=== design 1 ===
--- src/rtl/hazard_fwd_ctrl.sv ---
// hazard_fwd_ctrl
//   Hazard-detection and EX-stage forwarding controller for the MIPS pipeline,
//   generalised to MEM_STAGES memory stages. A private shadow pipe of
//   D = MEM_STAGES+2 entries tracks in-flight destinations:
//   entry 0 = EX, entries 1..MEM_STAGES = MEM, entry D-1 = WB.
//
//   Ports
//     Clock, Reset_n            rising-edge clock, async active-low reset
//     ID_Valid                  ID holds a real instruction
//     Rs_ID, Rt_ID              source register addresses
//     Use_Rs_ID, Use_Rt_ID      source is actually read
//     Dest_ID, RegWrite_ID      destination and its write enable
//     MemRead_ID                ID instruction is a load
//     Is_Branch_ID              branch/compare resolved in ID
//     Branch_Taken_ID           branch taken
//     Mem_Busy                  data memory not ready (freeze everything)
//     Stall_PC, Stall_ID        hold PC and IF/ID
//     Bubble_ID_EX              insert NOP into ID/EX
//     Flush_IF_ID               squash IF/ID
//     Freeze                    hold all pipeline registers
//     Fwd_A_EX, Fwd_B_EX        registered EX operand source:
//                               0 = register file, k = shadow entry k
//
//   Optional build macro HAZARD_PERF_CNT_EN adds 32-bit wrapping counters
//   Stall_Cnt (non-frozen hazard cycles) and Flush_Cnt (flush cycles).
module hazard_fwd_ctrl #(
  parameter  int REG_ADDR_W = 5,
  parameter  int MEM_STAGES = 1,
  localparam int D          = MEM_STAGES + 2,
  localparam int FWD_W      = $clog2(D)
) (
  input  logic                  Clock,
  input  logic                  Reset_n,
  input  logic                  ID_Valid,
  input  logic [REG_ADDR_W-1:0] Rs_ID,
  input  logic [REG_ADDR_W-1:0] Rt_ID,
  input  logic                  Use_Rs_ID,
  input  logic                  Use_Rt_ID,
  input  logic [REG_ADDR_W-1:0] Dest_ID,
  input  logic                  RegWrite_ID,
  input  logic                  MemRead_ID,
  input  logic                  Is_Branch_ID,
  input  logic                  Branch_Taken_ID,
  input  logic                  Mem_Busy,
  output logic                  Stall_PC,
  output logic                  Stall_ID,
  output logic                  Bubble_ID_EX,
  output logic                  Flush_IF_ID,
  output logic                  Freeze,
  output logic [FWD_W-1:0]      Fwd_A_EX,
  output logic [FWD_W-1:0]      Fwd_B_EX
`ifdef HAZARD_PERF_CNT_EN
  ,
  output logic [31:0]           Stall_Cnt,
  output logic [31:0]           Flush_Cnt
`endif
);

  logic [D-1:0]                 r_valid;
  logic [D-1:0]                 r_rw;
  logic [D-1:0]                 r_ld;
  logic [D-1:0][REG_ADDR_W-1:0] r_dest;
  logic [FWD_W-1:0]             r_fwd_a;
  logic [FWD_W-1:0]             r_fwd_b;

  logic             w_lu_a, w_lu_b;
  logic             w_bh_a, w_bh_b;
  logic [FWD_W-1:0] w_fwd_a, w_fwd_b;
  logic             w_haz;

  // Scan from WB down to EX so the nearest (smallest k) match is written last.
  // Loop index j equals k+1, which is exactly the forwarding select the
  // consumer needs once producer and consumer have both advanced one entry.
  // A match in WB yields 0: the write-through register file supplies it.
  function automatic logic [FWD_W+1:0] scan_src(
    input logic                  use_s,
    input logic [REG_ADDR_W-1:0] s
  );
    logic             lu;
    logic             bh;
    logic [FWD_W-1:0] fwd;
    lu  = 1'b0;
    bh  = 1'b0;
    fwd = '0;
    for (int unsigned j = D; j > 0; j--) begin
      if (use_s && (s != '0) && r_valid[j-1] && r_rw[j-1] && (r_dest[j-1] == s)) begin
        lu  = r_ld[j-1] && (j <= MEM_STAGES);
        bh  = (j < D);
        fwd = (j < D) ? FWD_W'(j) : '0;
      end
    end
    return {lu, bh, fwd};
  endfunction

  always_comb begin
    {w_lu_a, w_bh_a, w_fwd_a} = scan_src(Use_Rs_ID, Rs_ID);
    {w_lu_b, w_bh_b, w_fwd_b} = scan_src(Use_Rt_ID, Rt_ID);
    w_haz = ID_Valid & (w_lu_a | w_lu_b | (Is_Branch_ID & (w_bh_a | w_bh_b)));
  end

  assign Freeze       = Mem_Busy;
  assign Stall_PC     = Mem_Busy | w_haz;
  assign Stall_ID     = Mem_Busy | w_haz;
  assign Bubble_ID_EX = w_haz & ~Mem_Busy;
  assign Flush_IF_ID  = Branch_Taken_ID & ID_Valid & ~w_haz & ~Mem_Busy;
  assign Fwd_A_EX     = r_fwd_a;
  assign Fwd_B_EX     = r_fwd_b;

  always_ff @(posedge Clock or negedge Reset_n) begin
    if (!Reset_n) begin
      r_valid <= '0;
      r_rw    <= '0;
      r_ld    <= '0;
      r_dest  <= '0;
      r_fwd_a <= '0;
      r_fwd_b <= '0;
    end else if (!Mem_Busy) begin
      r_valid <= {r_valid[D-2:0], ID_Valid & ~w_haz};
      r_rw    <= {r_rw[D-2:0],    RegWrite_ID};
      r_ld    <= {r_ld[D-2:0],    MemRead_ID};
      r_dest  <= {r_dest[D-2:0],  Dest_ID};
      r_fwd_a <= w_haz ? '0 : w_fwd_a;
      r_fwd_b <= w_haz ? '0 : w_fwd_b;
    end
  end

`ifdef HAZARD_PERF_CNT_EN
  logic [31:0] r_stall_cnt;
  logic [31:0] r_flush_cnt;

  always_ff @(posedge Clock or negedge Reset_n) begin
    if (!Reset_n) begin
      r_stall_cnt <= '0;
      r_flush_cnt <= '0;
    end else begin
      if (w_haz && !Mem_Busy) r_stall_cnt <= r_stall_cnt + 32'd1;
      if (Flush_IF_ID)        r_flush_cnt <= r_flush_cnt + 32'd1;
    end
  end

  assign Stall_Cnt = r_stall_cnt;
  assign Flush_Cnt = r_flush_cnt;
`endif

endmodule

--- config.mk ---
export PLATFORM = sky130hd
export DESIGN_NAME = hazard_fwd_ctrl
export DESIGN_NICKNAME = d
export VERILOG_FILES = /design/src/rtl/hazard_fwd_ctrl.sv
export SDC_FILE = /design/constraint.sdc
export NUM_CORES = 1
export LEC_CHECK = 0
export CAP_MARGIN = 10
export CORE_MARGIN = 2
export CORE_UTILIZATION = 46
export CTS_CLUSTER_DIAMETER = 40
export DETAILED_ROUTE_END_ITERATION = 8
export GPL_TIMING_DRIVEN = 0
export PLACE_DENSITY_LB_ADDON = 0.08
export SYNTH_ARGS = -nofsm -noshare
export SYNTH_HDL_FRONTEND = slang
export SYNTH_SLANG_ARGS = --single-unit
--- constraint.sdc ---
create_clock -name Clock -period 4.41 [get_ports Clock]
set_input_delay 1.1025 -clock Clock [delete_from_list [all_inputs] [get_ports Clock]]
set_output_delay 1.1025 -clock Clock [all_outputs]
set_load 0.03 [all_outputs]
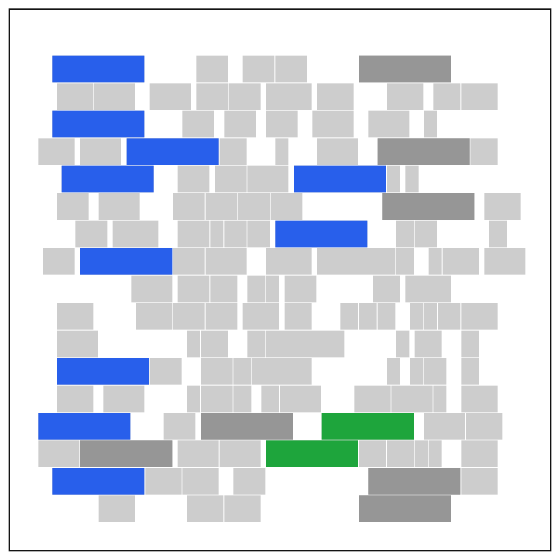
*Sequential cells grouped by signal name, design 1*
Other sequential cells in the stronger grey, the rest of the logic in the fainter grey.
colour	name in the netlist	sequential cells
green	`r_valid`	2
blue	`r_dest`	10
not coloured	7

==> results.py <==
# Auto-generated metrics
metrics = {
    "outcome": {
        "run_status": "complete, no violations",
    },
    "logic_synthesis": {
        "syn-instance-count": 102,
        "synth.yosys.num_cells": 102,
        "synth.mux.area_fraction_pct": 15.02,
    },
    "setup_path": {
        "worstSetupEndpoint": "Stall_PC",
        "timing.critical_path.cells": "dlygate4sd2_1 > or4_4 > o21ai_2 > nor4_2 > nor4_4 > a211oi_2 > or2_1 > buf_4 > buf_2",
        "timing.critical_path.required_ns": 3.31,
    },
    "final_timing": {
        "final_period_minus_worst_setup_slack_ns": 4.287,
        "setup_viol_count_final": 0,
    },
    "cts": {
        "cts_max_path_buffers": 2,
        "post-cts-setup-buffer-count": 2,
        "clockRootBuffer": "clkbuf_4",
    },
    "finish": {
        "instances_no_fill": 168,
        "postLayoutCoreUtil_pct": 68.04,
        "dominant-cell-class": "multi-input combinational cells",
        "share_of_the_final_layout_cell_area_in_sequential_cells_pct": 31.00,
        "seq_cells": 19,
        "post-route-cell-area_sq_um": 1534,
        "num-nonclk-inverters": 3,
    },
    "placement": {
        "number_of_port_buffers": 32,
    },
}
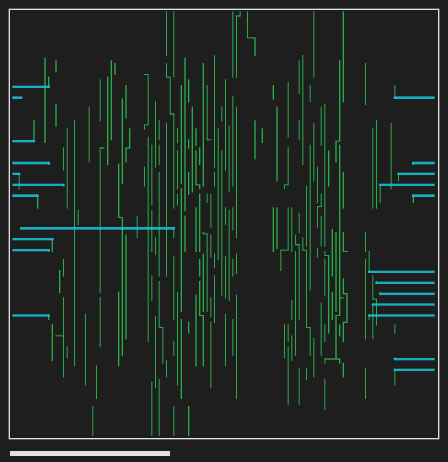
*Signal wires by layer, design 1*
Bar = 20 um. Only two layers are drawn.
colour	layer	wire length
cyan	M3	123 um
green	M2	1220 um


=== design 2 ===
### src/rtl/lzc_pkg.sv
// Shared definitions for the pipelined leading/trailing zero counter:
// leaf pair encodings, count-width helper and the default result record.
package lzc_pkg;

  // Leaf encodings for one bit pair {hi, lo}, counted from the hi bit down.
  localparam logic [1:0] LEAF_HIGH_ONE  = 2'd0;
  localparam logic [1:0] LEAF_LOW_ONE   = 2'd1;
  localparam logic [1:0] LEAF_BOTH_ZERO = 2'd2;

  // Count width for an operand of the given width; it must be able to hold WIDTH itself.
  function automatic int lzc_cw(input int width);
    return $clog2(width) + 1;
  endfunction

  // Result record for the default 32-bit operand.
  typedef struct packed {
    logic                   zero;
    logic [lzc_cw(32)-1:0]  count;
  } lzc_result_t;

endpackage

### src/rtl/lzc_merge.sv
// One tree node: combines the counts of two adjacent halves of HALF bits each
// into the count for the 2*HALF-bit span above them. Purely combinational.
module lzc_merge #(
  parameter int  HALF = 2,
  localparam int IW   = $clog2(HALF) + 1,
  localparam int OW   = IW + 1
) (
  input  logic [IW-1:0] cnt_hi,
  input  logic          zero_hi,
  input  logic [IW-1:0] cnt_lo,
  input  logic          zero_lo,
  output logic [OW-1:0] cnt,
  output logic          zero
);

  // A fully zero high half passes the whole half plus whatever the low half counts.
  always_comb begin
    cnt  = {1'b0, cnt_hi};
    zero = 1'b0;
    if (zero_hi) begin
      cnt  = OW'(HALF) + {1'b0, cnt_lo};
      zero = zero_lo;
    end
  end

endmodule

### src/rtl/lzc_pipe.sv
// Pipelined zero counter: a registered binary tree, one register level per
// tree level, with a single global advance shared by all stages.
// Optional feature macro: LZC_PIPE_TZC_EN enables trailing-zero mode via in_mode
// (operand bit-reversed at capture); without it in_mode is ignored.
module lzc_pipe
  import lzc_pkg::*;
#(
  parameter int  WIDTH = 32,
  localparam int CW    = lzc_cw(WIDTH)
) (
  input  logic          clk,
  input  logic          rst_n,
  input  logic          in_valid,
  output logic          in_ready,
  input  logic [WIDTH-1:0] in_data,
  input  logic          in_mode,
  output logic          out_valid,
  input  logic          out_ready,
  output logic [CW-1:0] out_count,
  output logic          out_zero
);

  localparam int LV = $clog2(WIDTH);

  logic             adv;
  logic [WIDTH-1:0] op;

  assign adv      = !out_valid || out_ready;
  assign in_ready = adv;

`ifdef LZC_PIPE_TZC_EN
  // Trailing-zero mode reuses the leading-zero tree by mirroring the operand.
  always_comb begin
    op = in_data;
    if (in_mode) begin
      for (int i = 0; i < WIDTH; i++) op[i] = in_data[WIDTH-1-i];
    end
  end
`else
  logic unused_mode;
  assign unused_mode = in_mode;
  assign op          = in_data;
`endif

  genvar l, n;
  for (l = 0; l < LV; l++) begin : g_lvl
    localparam int NN = WIDTH >> (l + 1);
    localparam int NW = l + 2;

    logic [NN*NW-1:0] cnt_d, cnt_q;
    logic [NN-1:0]    zero_d, zero_q;
    logic             vld_d, vld_q;

    if (l == 0) begin : g_leaf
      for (n = 0; n < NN; n++) begin : g_node
        assign zero_d[n]          = (op[2*n+1 -: 2] == 2'b00);
        assign cnt_d[n*NW +: NW]  = op[2*n+1] ? LEAF_HIGH_ONE :
                                    op[2*n]   ? LEAF_LOW_ONE  : LEAF_BOTH_ZERO;
      end
      assign vld_d = in_valid;
    end else begin : g_tree
      localparam int PW = l + 1;
      for (n = 0; n < NN; n++) begin : g_node
        lzc_merge #(.HALF(1 << l)) u_merge (
          .cnt_hi  (g_lvl[l-1].cnt_q[(2*n+1)*PW +: PW]),
          .zero_hi (g_lvl[l-1].zero_q[2*n+1]),
          .cnt_lo  (g_lvl[l-1].cnt_q[(2*n)*PW +: PW]),
          .zero_lo (g_lvl[l-1].zero_q[2*n]),
          .cnt     (cnt_d[n*NW +: NW]),
          .zero    (zero_d[n])
        );
      end
      assign vld_d = g_lvl[l-1].vld_q;
    end

    // Stage register: data and valid move together, only when the pipe advances.
    always_ff @(posedge clk or negedge rst_n) begin
      if (!rst_n) begin
        cnt_q  <= '0;
        zero_q <= '0;
        vld_q  <= 1'b0;
      end else if (adv) begin
        cnt_q  <= cnt_d;
        zero_q <= zero_d;
        vld_q  <= vld_d;
      end
    end
  end

  assign out_valid = g_lvl[LV-1].vld_q;
  assign out_count = g_lvl[LV-1].cnt_q;
  assign out_zero  = g_lvl[LV-1].zero_q[0];

endmodule

### config.mk
export PLATFORM = sky130hd
export DESIGN_NAME = lzc_pipe
export DESIGN_NICKNAME = d
export VERILOG_FILES = /design/src/rtl/lzc_pkg.sv /design/src/rtl/lzc_merge.sv /design/src/rtl/lzc_pipe.sv
export SDC_FILE = /design/constraint.sdc
export NUM_CORES = 1
export LEC_CHECK = 0
export ABC_AREA = 1
export CORE_MARGIN = 10
export CORE_UTILIZATION = 50
export CTS_BUF_LIST = sky130_fd_sc_hd__clkbuf_8
export DETAILED_ROUTE_END_ITERATION = 12
export PLACE_DENSITY_LB_ADDON = 0.25
export SLEW_MARGIN = 20
export SYNTH_ARGS = -nofsm -noshare
export SYNTH_HDL_FRONTEND = slang
export SYNTH_SLANG_ARGS = --single-unit
### constraint.sdc
create_clock -name clk -period 3.12 [get_ports clk]
set_input_delay 0.312 -clock clk [delete_from_list [all_inputs] [get_ports clk]]
set_output_delay 0.312 -clock clk [all_outputs]
set_load 0.02 [all_outputs]
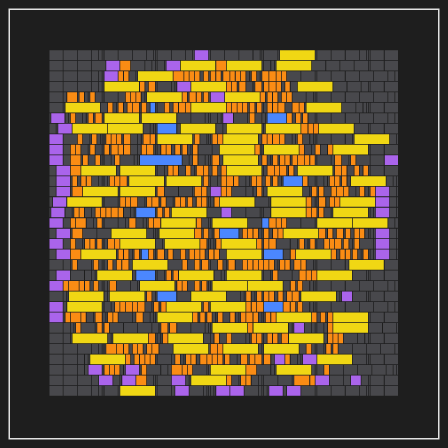
*Placed cells, one colour a class, design 2*
Fill, decap, tap and diode cells in grey.
colour	class	cells
yellow	registers	93
purple	remaining buffers and delay cells	50
blue	clock drivers and dummy loads	13
orange	remaining logic cells	408

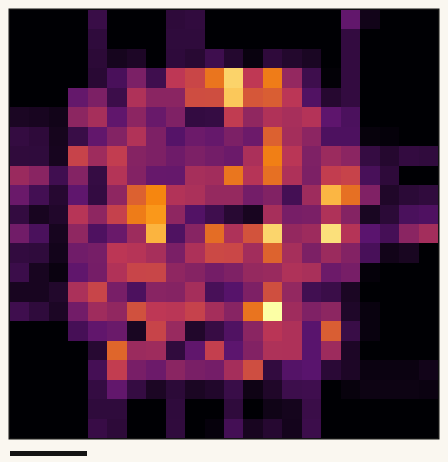
*Wire density map, design 2*
Bar = 20 um. 22 x 22 tiles, from black (low) to pale yellow (high), scaled to the fullest tile. Values are wire area over tile area, all layers added.
densest ninth of the die	centre
fullest tile	0.42
tiles over half the peak	10%

==> results.py <==
# Auto-generated metrics
metrics = {
    "outcome": {
        "run_status": "complete, no violations",
    },
    "final_timing": {
        "timing_hold_violations_final": 0,
        "final.setup_skew_ns": 0.008481,
        "setup_total_negative_slack_ns": 0,
        "maximum_operating_frequency_ghz": 0.5533,
    },
    "finish": {
        "num-nonclk-inverters": 78,
        "areaGrowthSynthToFinish_pct": 15.90,
        "dominant-cell-class": "sequential cells",
    },
    "logic_synthesis": {
        "fp_nets": 558,
        "enable_flop_cells": 0,
        "synth.mux.area_fraction_pct": 0,
        "synth_top_flop_cell": "dfrtp_1",
        "ys_sh_xor_pct": 0,
    },
    "setup_path": {
        "endpoint_kind": "output port",
    },
    "placement": {
        "last_weighted_congestion_value_of_the_routability_driven_placer": 0.7706,
    },
    "power_and_ir_drop": {
        "power_switching_share_pct": 32.87,
        "powerDensity_nw_per_um2": 672.7,
    },
    "grt": {
        "first_global_vias": 3000,
    },
    "floorplan": {
        "top_level_ports": 46,
    },
}
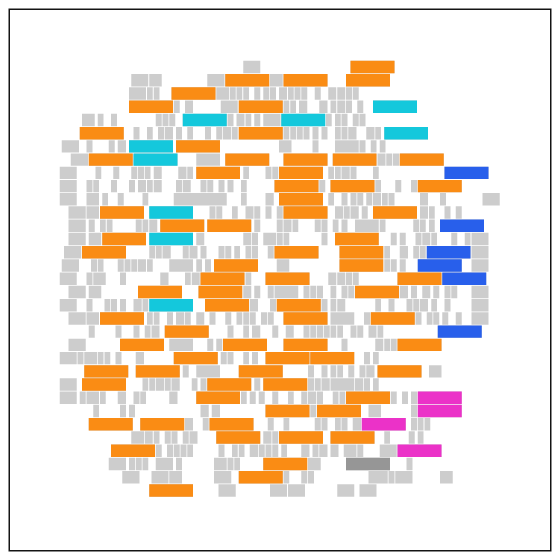
*Sequential cells grouped by signal name, design 2*
Other sequential cells in the stronger grey, the rest of the logic in the fainter grey.
colour	name in the netlist	sequential cells
magenta	`g_lvl.vld_q`	4
blue	`out_count`	6
orange	`g_lvl.cnt_q`	73
cyan	`g_lvl.zero_q`	9
not coloured	1



==> screenshots <==
Placed standard cells.
picture 1
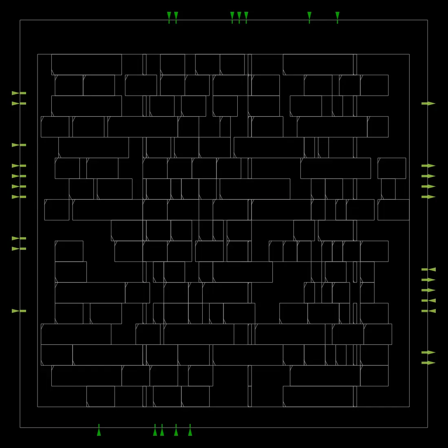
picture 2
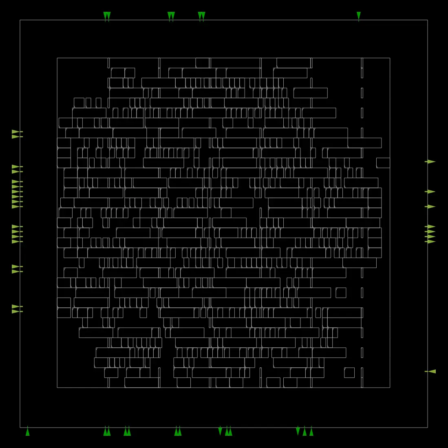
For design 2, see picture 2.
For design 1, see picture 1.

